######## design 1 ########
design_1/final_placement.png
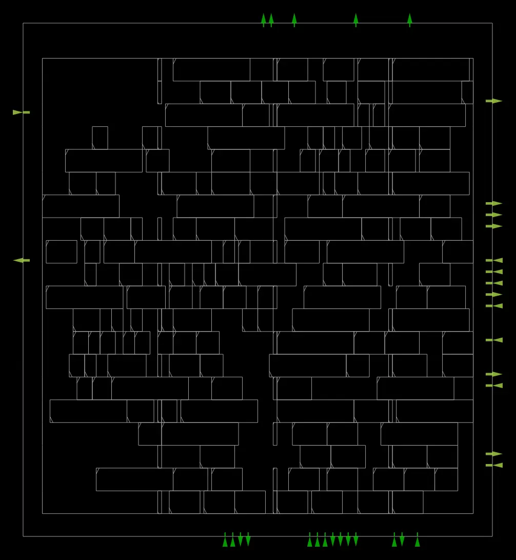

### src/rtl/itrx_aib_phy_lat_pkg.sv
// rtl/itrx_aib_phy_lat_pkg.sv - shared types and constants for the AIB PHY trim-latch write path
package itrx_aib_phy_lat_pkg;

    typedef enum logic [1:0] {
        ST_IDLE   = 2'd0,
        ST_SETUP  = 2'd1,
        ST_ENABLE = 2'd2,
        ST_HOLD   = 2'd3
    } lat_wr_state_e;

    localparam int CNT_W       = 4;
    localparam int CYC_MIN     = 1;
    localparam int CYC_MAX     = 15;
    localparam int NUM_LAT_MIN = 2;
    localparam int NUM_LAT_MAX = 32;

endpackage

### src/rtl/itrx_aib_phy_lat_wr_ctrl_if.sv
// rtl/itrx_aib_phy_lat_wr_ctrl_if.sv - write-request valid/ready channel into the trim-latch sequencer
interface itrx_aib_phy_lat_wr_ctrl_if #(
    parameter int AW = 3,
    parameter int DW = 8
) ();
    logic          req_vld;
    logic          req_rdy;
    logic [AW-1:0] req_addr;
    logic          req_bcast;
    logic [DW-1:0] req_data;

    modport master (output req_vld, output req_addr, output req_bcast, output req_data, input req_rdy);
    modport slave  (input req_vld, input req_addr, input req_bcast, input req_data, output req_rdy);
endinterface

### src/rtl/itrx_aib_phy_lat_wr_ctrl.sv
// rtl/itrx_aib_phy_lat_wr_ctrl.sv - write sequencer producing setup/enable/hold windows for a std-cell latch bank
module itrx_aib_phy_lat_wr_ctrl
    import itrx_aib_phy_lat_pkg::*;
#(
    parameter int NUM_LAT  = 8,
    parameter int DW       = 8,
    parameter int AW       = 3,
    parameter int EN_CYC   = 1,
    parameter int HOLD_CYC = 1
) (
    input  logic                       clk,
    input  logic                       rstn,
    itrx_aib_phy_lat_wr_ctrl_if.slave  req,
    output logic [DW-1:0]              lat_din,
    output logic [NUM_LAT-1:0]         lat_en,
    output logic                       busy,
    output logic                       done,
    output logic                       err
);

    if (NUM_LAT < NUM_LAT_MIN || NUM_LAT > NUM_LAT_MAX || DW < 1 ||
        AW < $clog2(NUM_LAT) || AW > 31 ||
        EN_CYC < CYC_MIN || EN_CYC > CYC_MAX ||
        HOLD_CYC < CYC_MIN || HOLD_CYC > CYC_MAX) begin : g_param_chk
        $error("itrx_aib_phy_lat_wr_ctrl: illegal parameter set");
    end

    localparam logic [CNT_W-1:0]   EN_LD       = CNT_W'(EN_CYC - 1);
    localparam logic [CNT_W-1:0]   HOLD_LD     = CNT_W'(HOLD_CYC - 1);
    localparam logic [AW:0]        NUM_LAT_CMP = (AW + 1)'(NUM_LAT);
    localparam logic [NUM_LAT-1:0] EN_ONE      = {{(NUM_LAT - 1){1'b0}}, 1'b1};

    lat_wr_state_e      state_q;
    logic [CNT_W-1:0]   cnt_q;
    logic [AW-1:0]      addr_q;
    logic               bcast_q;
    logic               rdy_q;
    logic [DW-1:0]      lat_din_q;
    logic [NUM_LAT-1:0] lat_en_q;
    logic               busy_q;
    logic               done_q;
    logic               err_q;

    logic               accept;
    logic               addr_oor;
    logic [NUM_LAT-1:0] lat_en_d;

    assign accept   = req.req_vld & rdy_q;
    assign addr_oor = !req.req_bcast && ({1'b0, req.req_addr} >= NUM_LAT_CMP);

    // Enable pattern is decoded from the captured request so it is stable for the whole window.
    always_comb begin
        lat_en_d = '0;
        if (bcast_q) lat_en_d = '1;
        else         lat_en_d = EN_ONE << addr_q;
    end

    always_ff @(posedge clk or negedge rstn) begin
        if (!rstn) begin
            state_q   <= ST_IDLE;
            cnt_q     <= '0;
            addr_q    <= '0;
            bcast_q   <= 1'b0;
            rdy_q     <= 1'b0;
            lat_din_q <= '0;
            lat_en_q  <= '0;
            busy_q    <= 1'b0;
            done_q    <= 1'b0;
            err_q     <= 1'b0;
        end else begin
            done_q <= 1'b0;
            err_q  <= 1'b0;
            case (state_q)
                ST_IDLE: begin
                    rdy_q <= 1'b1;
                    if (accept) begin
                        if (addr_oor) begin
                            err_q <= 1'b1;
                        end else begin
                            addr_q    <= req.req_addr;
                            bcast_q   <= req.req_bcast;
                            lat_din_q <= req.req_data;
                            rdy_q     <= 1'b0;
                            busy_q    <= 1'b1;
                            state_q   <= ST_SETUP;
                        end
                    end
                end
                ST_SETUP: begin
                    lat_en_q <= lat_en_d;
                    cnt_q    <= EN_LD;
                    state_q  <= ST_ENABLE;
                end
                ST_ENABLE: begin
                    if (cnt_q == '0) begin
                        lat_en_q <= '0;
                        cnt_q    <= HOLD_LD;
                        state_q  <= ST_HOLD;
                    end else begin
                        cnt_q <= cnt_q - CNT_W'(1);
                    end
                end
                ST_HOLD: begin
                    if (cnt_q == '0) begin
                        busy_q  <= 1'b0;
                        done_q  <= 1'b1;
                        rdy_q   <= 1'b1;
                        state_q <= ST_IDLE;
                    end else begin
                        cnt_q <= cnt_q - CNT_W'(1);
                    end
                end
                default: state_q <= ST_IDLE;
            endcase
        end
    end

    assign req.req_rdy = rdy_q;
    assign lat_din     = lat_din_q;
    assign lat_en      = lat_en_q;
    assign busy        = busy_q;
    assign done        = done_q;
    assign err         = err_q;

endmodule

### src/flat_wrapper.sv
// flat-port wrapper written by rule: the top's interface ports become plain ports
module itrx_aib_phy_lat_wr_ctrl_flat import itrx_aib_phy_lat_pkg::*;
#(
    parameter int NUM_LAT  = 8,
    parameter int DW       = 8,
    parameter int AW       = 3,
    parameter int EN_CYC   = 1,
    parameter int HOLD_CYC = 1
)
  (clk, rstn, lat_din, lat_en, busy, done, err, req_req_vld, req_req_addr, req_req_bcast, req_req_data, req_req_rdy);
  itrx_aib_phy_lat_wr_ctrl_if #(.AW(AW), .DW(DW)) req_i ();
  input  logic clk;
  input  logic rstn;
  output logic [DW-1:0] lat_din;
  output logic [NUM_LAT-1:0] lat_en;
  output logic busy;
  output logic done;
  output logic err;
  input wire logic [$bits(req_i.req_vld)-1:0] req_req_vld;
  input wire logic [$bits(req_i.req_addr)-1:0] req_req_addr;
  input wire logic [$bits(req_i.req_bcast)-1:0] req_req_bcast;
  input wire logic [$bits(req_i.req_data)-1:0] req_req_data;
  output wire logic [$bits(req_i.req_rdy)-1:0] req_req_rdy;
  assign req_i.req_vld = req_req_vld;
  assign req_i.req_addr = req_req_addr;
  assign req_i.req_bcast = req_req_bcast;
  assign req_i.req_data = req_req_data;
  assign req_req_rdy = req_i.req_rdy;
  itrx_aib_phy_lat_wr_ctrl #(.NUM_LAT(NUM_LAT), .DW(DW), .AW(AW), .EN_CYC(EN_CYC), .HOLD_CYC(HOLD_CYC)) u_core (.clk(clk), .rstn(rstn), .req(req_i), .lat_din(lat_din), .lat_en(lat_en), .busy(busy), .done(done), .err(err));
endmodule
### config.mk
export PLATFORM = sky130hd
export DESIGN_NAME = itrx_aib_phy_lat_wr_ctrl_flat
export DESIGN_NICKNAME = d
export VERILOG_FILES = /design/src/rtl/itrx_aib_phy_lat_pkg.sv /design/src/rtl/itrx_aib_phy_lat_wr_ctrl_if.sv /design/src/rtl/itrx_aib_phy_lat_wr_ctrl.sv /design/src/flat_wrapper.sv
export SDC_FILE = /design/constraint.sdc
export NUM_CORES = 1
export LEC_CHECK = 0
export CORE_ASPECT_RATIO = 1.1
export CORE_MARGIN = 2
export CORE_UTILIZATION = 48
export CTS_CLUSTER_SIZE = 20
export DETAILED_ROUTE_END_ITERATION = 16
export PLACE_DENSITY_LB_ADDON = 0.25
export SYNTH_ARGS = -nofsm -noshare
export SYNTH_HDL_FRONTEND = slang
export SYNTH_SLANG_ARGS = --single-unit
### constraint.sdc
create_clock -name clk -period 1.8 [get_ports clk]
set_input_delay 0.36 -clock clk [delete_from_list [all_inputs] [get_ports clk]]
set_output_delay 0.36 -clock clk [all_outputs]
set_load 0.02 [all_outputs]
######## design 2 ########
`config.mk`:
```
export PLATFORM = sky130hd
export DESIGN_NAME = sub_bytes_iter
export DESIGN_NICKNAME = d
export VERILOG_FILES = /design/src/rtl/aes_pkg.sv /design/src/rtl/sbox_dual.sv /design/src/rtl/sub_bytes_iter.sv
export SDC_FILE = /design/constraint.sdc
export NUM_CORES = 2
export LEC_CHECK = 0
export CORE_ASPECT_RATIO = 0.6
export CORE_MARGIN = 3
export CORE_UTILIZATION = 60
export DETAILED_ROUTE_END_ITERATION = 16
export PLACE_DENSITY = 0.85
export SLEW_MARGIN = 20
export SYNTH_ARGS = -nofsm -noshare
export SYNTH_HDL_FRONTEND = slang
export SYNTH_SLANG_ARGS = --single-unit
```
`constraint.sdc`:
```
create_clock -name clk -period 22 [get_ports clk]
set_input_delay 3.3 -clock clk [delete_from_list [all_inputs] [get_ports clk]]
set_output_delay 3.3 -clock clk [all_outputs]
set_load 0.02 [all_outputs]
```
`src/rtl/aes_pkg.sv`:
```
// Shared AES definitions: block width, iterative-core FSM encoding and the
// LANES legality check used by the multi-lane cores.
package aes_pkg;

  localparam int BLOCK_W = 128;

  localparam logic [1:0] ST_IDLE = 2'd0;
  localparam logic [1:0] ST_BUSY = 2'd1;
  localparam logic [1:0] ST_DONE = 2'd2;

  function automatic bit lanes_legal(input int lanes);
    return (lanes == 1) || (lanes == 2) || (lanes == 4) || (lanes == 8) || (lanes == 16);
  endfunction

endpackage

```
`src/rtl/sbox_dual.sv`:
```
// Combinational 8-bit AES S-box / inverse S-box sharing one GF(2^8) inverter;
// the mode bit chooses which affine map sits in front of or behind it.
module sbox_dual (
  input  logic [7:0] value,
  input  logic       inverse,
  output logic [7:0] result
);

  function automatic logic [7:0] rotl(input logic [7:0] b, input int n);
    return (b << n) | (b >> (8 - n));
  endfunction

  function automatic logic [7:0] gf_mul(input logic [7:0] a, input logic [7:0] b);
    logic [7:0] p;
    logic [7:0] x;
    p = '0;
    x = a;
    for (int i = 0; i < 8; i++) begin
      if (b[i]) p = p ^ x;
      x = {x[6:0], 1'b0} ^ (x[7] ? 8'h1b : 8'h00);
    end
    return p;
  endfunction

  // x^254 by repeated squaring; maps 0 to 0 as the S-box requires.
  function automatic logic [7:0] gf_inv(input logic [7:0] x);
    logic [7:0] r;
    logic [7:0] p;
    r = 8'h01;
    p = x;
    for (int i = 1; i < 8; i++) begin
      p = gf_mul(p, p);
      r = gf_mul(r, p);
    end
    return r;
  endfunction

  function automatic logic [7:0] fwd_affine(input logic [7:0] b);
    return b ^ rotl(b, 1) ^ rotl(b, 2) ^ rotl(b, 3) ^ rotl(b, 4) ^ 8'h63;
  endfunction

  function automatic logic [7:0] inv_affine(input logic [7:0] s);
    return rotl(s, 1) ^ rotl(s, 3) ^ rotl(s, 6) ^ 8'h05;
  endfunction

  logic [7:0] pre;
  logic [7:0] mid;

  always_comb begin
    pre    = inverse ? inv_affine(value) : value;
    mid    = gf_inv(pre);
    result = inverse ? mid : fwd_affine(mid);
  end

endmodule

```
`src/rtl/sub_bytes_iter.sv`:
```
// Iterative AES SubBytes: substitutes LANES bytes of the 128-bit state per
// cycle, MSB-first, between a valid/ready input and a valid/ready output.
module sub_bytes_iter
  import aes_pkg::*;
#(
  parameter int LANES = 4
) (
  input  logic               clk,
  input  logic               rst,
  input  logic [BLOCK_W-1:0] bytesIn,
  input  logic               inverse,
  input  logic               in_valid,
  output logic               in_ready,
  output logic [BLOCK_W-1:0] bytesOut,
  output logic               out_valid,
  input  logic               out_ready,
  output logic               busy
);

  localparam int N_STEPS = 16 / LANES;
  localparam int GRP_W   = 8 * LANES;
  localparam int CNT_W   = (N_STEPS > 1) ? $clog2(N_STEPS) : 1;

  if (!lanes_legal(LANES)) begin : g_bad_lanes
    $error("sub_bytes_iter: LANES must be 1, 2, 4, 8 or 16");
  end

  logic [1:0]         st_q;
  logic [CNT_W-1:0]   cnt_q;
  logic [BLOCK_W-1:0] state_q;
  logic [BLOCK_W-1:0] state_d;
  logic               mode_q;
  logic [GRP_W-1:0]   in_grp;
  logic [GRP_W-1:0]   out_grp;
  logic               last_step;

  assign last_step = (cnt_q == CNT_W'(N_STEPS - 1));

  // Group select: the step counter picks which LANES bytes feed the S-boxes.
  always_comb begin
    in_grp = '0;
    for (int g = 0; g < N_STEPS; g++) begin
      if (cnt_q == CNT_W'(g)) in_grp = state_q[BLOCK_W-1-g*GRP_W -: GRP_W];
    end
  end

  for (genvar l = 0; l < LANES; l++) begin : g_lane
    sbox_dual u_sbox (
      .value  (in_grp[GRP_W-1-8*l -: 8]),
      .inverse(mode_q),
      .result (out_grp[GRP_W-1-8*l -: 8])
    );
  end

  // Write-back: only the group enabled by the counter takes the S-box result.
  always_comb begin
    state_d = state_q;
    for (int g = 0; g < N_STEPS; g++) begin
      if (cnt_q == CNT_W'(g)) state_d[BLOCK_W-1-g*GRP_W -: GRP_W] = out_grp;
    end
  end

  always_ff @(posedge clk) begin
    if (rst) begin
      st_q    <= ST_IDLE;
      cnt_q   <= '0;
      state_q <= '0;
      mode_q  <= 1'b0;
    end else begin
      case (st_q)
        ST_IDLE: begin
          if (in_valid) begin
            state_q <= bytesIn;
            mode_q  <= inverse;
            cnt_q   <= '0;
            st_q    <= ST_BUSY;
          end
        end
        ST_BUSY: begin
          state_q <= state_d;
          if (last_step) begin
            cnt_q <= '0;
            st_q  <= ST_DONE;
          end else begin
            cnt_q <= cnt_q + CNT_W'(1);
          end
        end
        ST_DONE: begin
          if (out_ready) st_q <= ST_IDLE;
        end
        default: st_q <= ST_IDLE;
      endcase
    end
  end

  assign in_ready  = (st_q == ST_IDLE);
  assign out_valid = (st_q == ST_DONE);
  assign busy      = (st_q == ST_BUSY);
  assign bytesOut  = state_q;

endmodule

```
######## design 3 ########
==> src/rtl/gfx256_pixel_queue.sv <==
// Pixel FIFO feeding a single-outstanding renderer: queues pixels, issues one
// write_o pulse per pixel and waits for ack_i. Optional counters: GFX256_PIXQ_STATS_EN.
module gfx256_pixel_queue #(
    parameter int unsigned point_width = 16,
    parameter int unsigned DEPTH       = 16
) (
    input  logic                     clk_i,
    input  logic                     rst_ni,
    input  logic                     flush_i,
    input  logic [point_width-1:0]   pixel_x_i,
    input  logic [point_width-1:0]   pixel_y_i,
    input  logic [point_width-1:0]   pixel_z_i,
    input  logic [31:0]              color_i,
    input  logic                     valid_i,
    output logic                     ready_o,
    output logic [point_width-1:0]   pixel_x_o,
    output logic [point_width-1:0]   pixel_y_o,
    output logic [point_width-1:0]   pixel_z_o,
    output logic [31:0]              color_o,
    output logic                     write_o,
    input  logic                     ack_i,
    output logic [$clog2(DEPTH):0]   level_o,
    output logic                     busy_o
`ifdef GFX256_PIXQ_STATS_EN
    ,
    output logic [31:0]              pix_count_o,
    output logic [15:0]              drop_count_o
`endif
);

    localparam int unsigned PTR_W = $clog2(DEPTH);
    localparam int unsigned LVL_W = $clog2(DEPTH) + 1;

    typedef struct packed {
        logic [point_width-1:0] x;
        logic [point_width-1:0] y;
        logic [point_width-1:0] z;
        logic [31:0]            color;
    } pixel_t;

    typedef enum logic [1:0] {
        ST_IDLE     = 2'd0,
        ST_ISSUE    = 2'd1,
        ST_WAIT_ACK = 2'd2
    } state_e;

    state_e             state_q, state_d;
    logic [PTR_W-1:0]   wr_ptr_q, wr_ptr_d;
    logic [PTR_W-1:0]   rd_ptr_q, rd_ptr_d;
    logic [LVL_W-1:0]   level_q, level_d;
    logic               ready_q, ready_d;
    logic               busy_q, busy_d;
    logic               write_q, write_d;
    pixel_t             out_q, out_d;
    pixel_t             mem_q [DEPTH];
    pixel_t             in_pix_c;
    logic               push_c;
    logic               pop_c;

    assign in_pix_c = {pixel_x_i, pixel_y_i, pixel_z_i, color_i};

    // Handshake decode: flush discards a coincident push and blocks the pop from IDLE
    always_comb begin
        push_c = 1'b0;
        pop_c  = 1'b0;
        if (!flush_i) begin
            push_c = valid_i && ready_q;
            pop_c  = (state_q == ST_IDLE) && (level_q != '0);
        end
    end

    // FSM state register
    always_ff @(posedge clk_i) begin
        if (!rst_ni) begin
            state_q <= ST_IDLE;
        end else begin
            state_q <= state_d;
        end
    end

    // FSM next-state logic; ack_i only matters while waiting for it
    always_comb begin
        state_d = state_q;
        case (state_q)
            ST_IDLE:     if (pop_c) state_d = ST_ISSUE;
            ST_ISSUE:    state_d = ST_WAIT_ACK;
            ST_WAIT_ACK: if (ack_i) state_d = ST_IDLE;
            default:     state_d = ST_IDLE;
        endcase
    end

    // FSM outputs: head entry captured on pop, write pulse for the ISSUE cycle
    always_comb begin
        out_d   = out_q;
        write_d = 1'b0;
        if (state_d == ST_ISSUE) begin
            write_d = 1'b1;
        end
        if (pop_c) begin
            out_d = mem_q[rd_ptr_q];
        end
    end

    // Pointer and occupancy update
    always_comb begin
        wr_ptr_d = wr_ptr_q;
        rd_ptr_d = rd_ptr_q;
        level_d  = level_q;
        if (flush_i) begin
            rd_ptr_d = wr_ptr_q;
            level_d  = '0;
        end else begin
            if (push_c) wr_ptr_d = wr_ptr_q + PTR_W'(1);
            if (pop_c)  rd_ptr_d = rd_ptr_q + PTR_W'(1);
            level_d = level_q + LVL_W'(push_c) - LVL_W'(pop_c);
        end
        ready_d = (level_d != LVL_W'(DEPTH));
        busy_d  = (level_d != '0) || (state_d != ST_IDLE);
    end

    always_ff @(posedge clk_i) begin
        if (!rst_ni) begin
            wr_ptr_q <= '0;
            rd_ptr_q <= '0;
            level_q  <= '0;
            ready_q  <= 1'b1;
            busy_q   <= 1'b0;
            write_q  <= 1'b0;
            out_q    <= '0;
        end else begin
            wr_ptr_q <= wr_ptr_d;
            rd_ptr_q <= rd_ptr_d;
            level_q  <= level_d;
            ready_q  <= ready_d;
            busy_q   <= busy_d;
            write_q  <= write_d;
            out_q    <= out_d;
        end
    end

    // Storage array is not reset; pointers define which entries are live
    always_ff @(posedge clk_i) begin
        if (push_c) begin
            mem_q[wr_ptr_q] <= in_pix_c;
        end
    end

    assign ready_o   = ready_q;
    assign busy_o    = busy_q;
    assign write_o   = write_q;
    assign level_o   = level_q;
    assign pixel_x_o = out_q.x;
    assign pixel_y_o = out_q.y;
    assign pixel_z_o = out_q.z;
    assign color_o   = out_q.color;

`ifdef GFX256_PIXQ_STATS_EN
    logic [31:0] pix_count_q, pix_count_d;
    logic [15:0] drop_count_q, drop_count_d;
    logic [16:0] drop_sum_c;

    // Completed renders wrap; flushed entries saturate
    always_comb begin
        pix_count_d  = pix_count_q;
        drop_count_d = drop_count_q;
        drop_sum_c   = 17'(drop_count_q) + 17'(level_q);
        if ((state_q == ST_WAIT_ACK) && ack_i) begin
            pix_count_d = pix_count_q + 32'd1;
        end
        if (flush_i) begin
            drop_count_d = drop_sum_c[16] ? 16'hFFFF : drop_sum_c[15:0];
        end
    end

    always_ff @(posedge clk_i) begin
        if (!rst_ni) begin
            pix_count_q  <= '0;
            drop_count_q <= '0;
        end else begin
            pix_count_q  <= pix_count_d;
            drop_count_q <= drop_count_d;
        end
    end

    assign pix_count_o  = pix_count_q;
    assign drop_count_o = drop_count_q;
`endif

endmodule

==> config.mk <==
export PLATFORM = sky130hd
export DESIGN_NAME = gfx256_pixel_queue
export DESIGN_NICKNAME = d
export VERILOG_FILES = /design/src/rtl/gfx256_pixel_queue.sv
export SDC_FILE = /design/constraint.sdc
export NUM_CORES = 2
export LEC_CHECK = 0
export CORE_ASPECT_RATIO = 1.75
export CORE_MARGIN = 4
export CORE_UTILIZATION = 60
export CTS_CLUSTER_DIAMETER = 60
export DETAILED_ROUTE_END_ITERATION = 12
export GPL_TIMING_DRIVEN = 0
export PLACE_DENSITY = 0.81
export SYNTH_ARGS = -nofsm -noshare
export SYNTH_HDL_FRONTEND = slang
export SYNTH_SLANG_ARGS = --single-unit
==> constraint.sdc <==
create_clock -name clk_i -period 13.15 [get_ports clk_i]
set_input_delay 3.2875 -clock clk_i [delete_from_list [all_inputs] [get_ports clk_i]]
set_output_delay 3.2875 -clock clk_i [all_outputs]
set_load 0.005 [all_outputs]
design_2/zoom.png
Scale bar: 20 um. Region (84, 41) to (134, 91) um. Cells in grey, sequential cells in the stronger grey; small squares are vias.
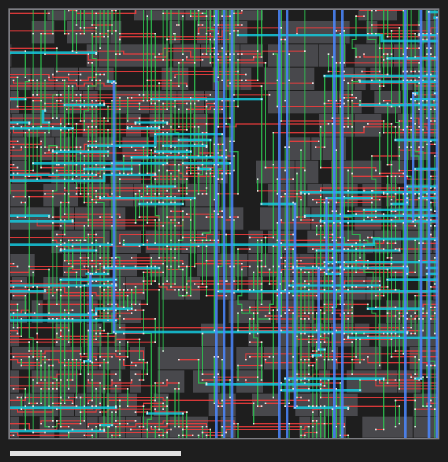
| colour | layer |
|---|---|
| cyan | met3 |
| green | met2 |
| red | met1 |
| blue | met4 |
cells with their middle in the window: 244
sequential cells in the window: 0
most frequent: nor2_1 (34), xnor2_1 (29), nand2_1 (21)

==> CHANGELOG.md, design 2 <==
### Changed

* # Max-Cap Violations at 0
* Flop share of the area at 0.03680
* Fin. max-slew vios at 0
* Vias/cell at 6.636
* Vias in the first global route at 64890
* Yosys cell count at 9444
* Post-Route Utilization at 0.6568
* Flop count at 133
* Critical Path Source: cnt_q[0]
* Non-clk invs at 117
* NonClk Buf Share at 0.06772
* Antenna Cells at 2
* Clk latency late pin at 0.48 ns
* CTS tree: built
* Hold Path End: bytesOut[63]
* Outcome: finished, final reports clean
* H-tree depth at 4
* Post-Synthesis Cells at 9444
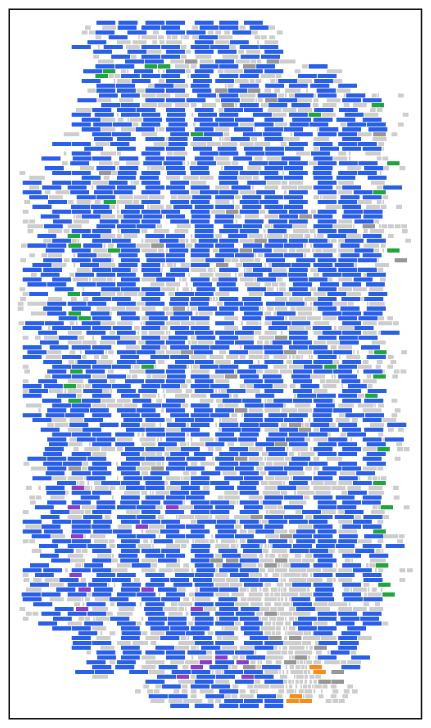
design_3/registers.png
| colour | signal | flops |
|---|---|---|
| purple | pixel_y_o | 16 |
| blue | mem_q | 1280 |
| orange | level_o | 5 |
| green | color_o | 32 |
not coloured: 45
flop share of the area: 0.6670
register area: 40400 sq um
Post-Route Utilization: 0.7058

design_3/wire_density.png
Scale bar: 50 um. 23 x 40 tiles, from black (low) to pale yellow (high), scaled to the fullest tile. Values are wire area over tile area, all layers added.
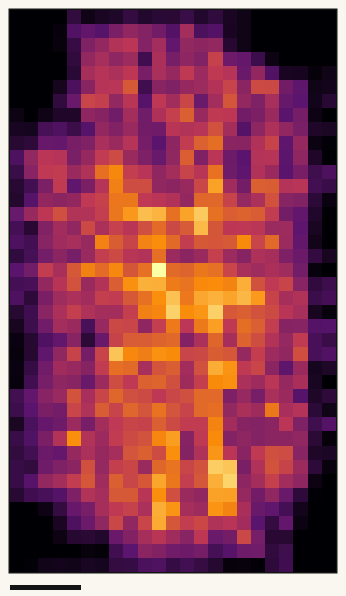
densest ninth of the die: centre
nearly empty tiles: 10%
tiles over half the peak: 30%
fullest tile: 0.64
mean over tiles: 0.23

==> CHANGELOG.md, design 3 <==
### Changed

* Outcome: finished, final reports clean
* HP Class: reg2reg
* Maximum fanout along the worst path at 10
* OpenROAD warning count at 31
* Io pins at 173
* Most common cell in the netlist: edfxtp_1
* Yosys stat chip area at 52010 sq um
* Clk latency late pin at 0.73 ns
* Top logic family: multiplexers
* Routed met3 length at 11260 um
* Comb area share at 0.1797
* Final Critical Period at 6.128 ns
* Critical Path Source: flush_i
design_1/registers.png
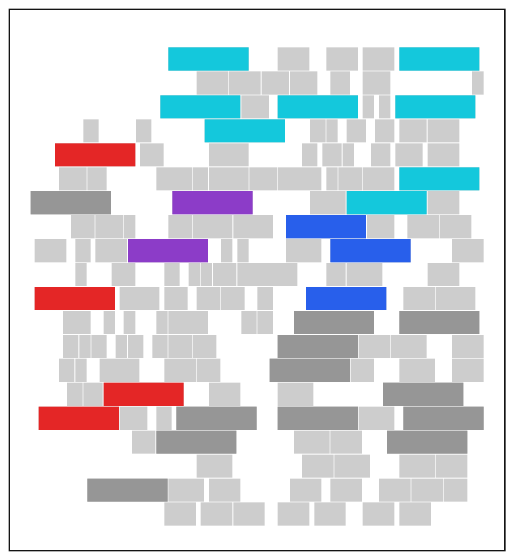
| colour | signal | flops |
|---|---|---|
| red | u_core.cnt_q | 4 |
| cyan | u_core.lat_en | 8 |
| blue | u_core.addr_q | 3 |
| purple | u_core.state_q | 2 |
not coloured: 12
register area: 725.7 sq um
Post-Route Utilization: 0.6518
flop share of the area: 0.3973

About design_1/final_placement.png:
Filler cells: 227
Final Non-Filler Cells: 191
Site Rows: 20
flop count: 29
Tap Count: 33

==> CHANGELOG.md, design 1 <==
### Changed

* Worst Reg-to-Reg Cells at 5
* Grt total ovfl at 0
* Cell area leaders: dfrtp_1 51%, mux2_1 10%, ha_1 5.2%
* Post-synth EDFFs at 0
* Buffers & Inverters on Critical Path at 1
* HP Class: in2async
* Syn-to-layout area delta at 27.40%
* Count of non-CTS buffers in the layout at 36
* Complex Gates by Area at 0.1798
* Worst Skew at 0.01105 ns
* Dpl ws at 0.07514 ns
* Yosys cell count at 121
* Antenna Cells at 0
* WL/cell at 14.94 um
* CTS tree: built
* Outcome: finished, final reports clean
* FF-to-FF Start: u_core.state_q[0]
* Post-Synthesis Cells at 121
* GP Congestion at 0.7680
* CTS Buffer Depth at 2
* Comb gates at 77
* R2R setup slack at 0.18 ns

## Gallery

Placed cells, one colour a class.
Fill, decap, tap and diode cells in grey.
(a)
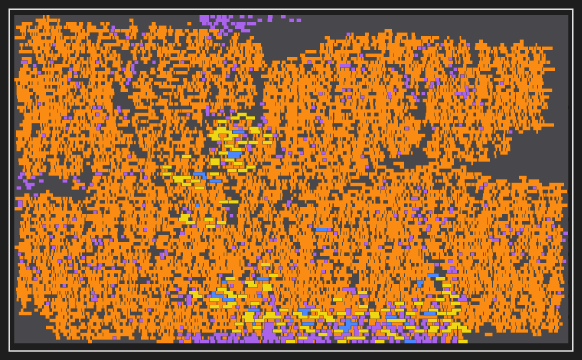
(b)
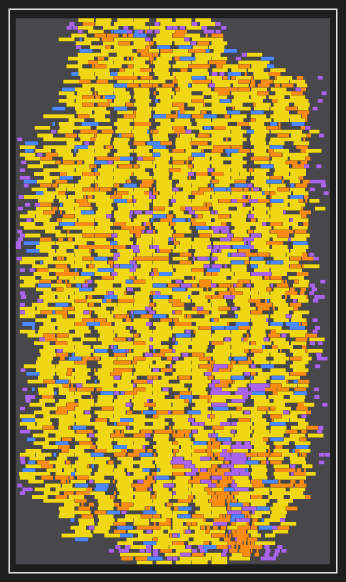
(c)
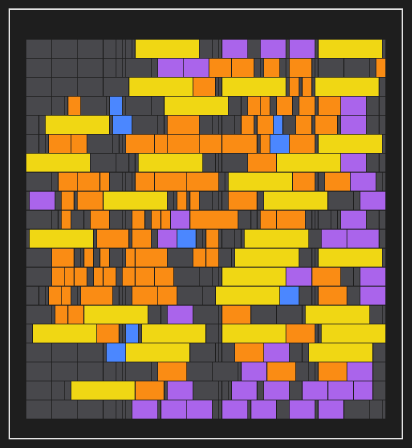
(a): design 2
(b): design 3
(c): design 1

Key to (c):
| colour | class | cells |
|---|---|---|
| orange | all other logic | 85 |
| blue | clock drivers and dummy loads | 8 |
| yellow | flip-flops | 29 |
| purple | other buffers and delay cells | 36 |


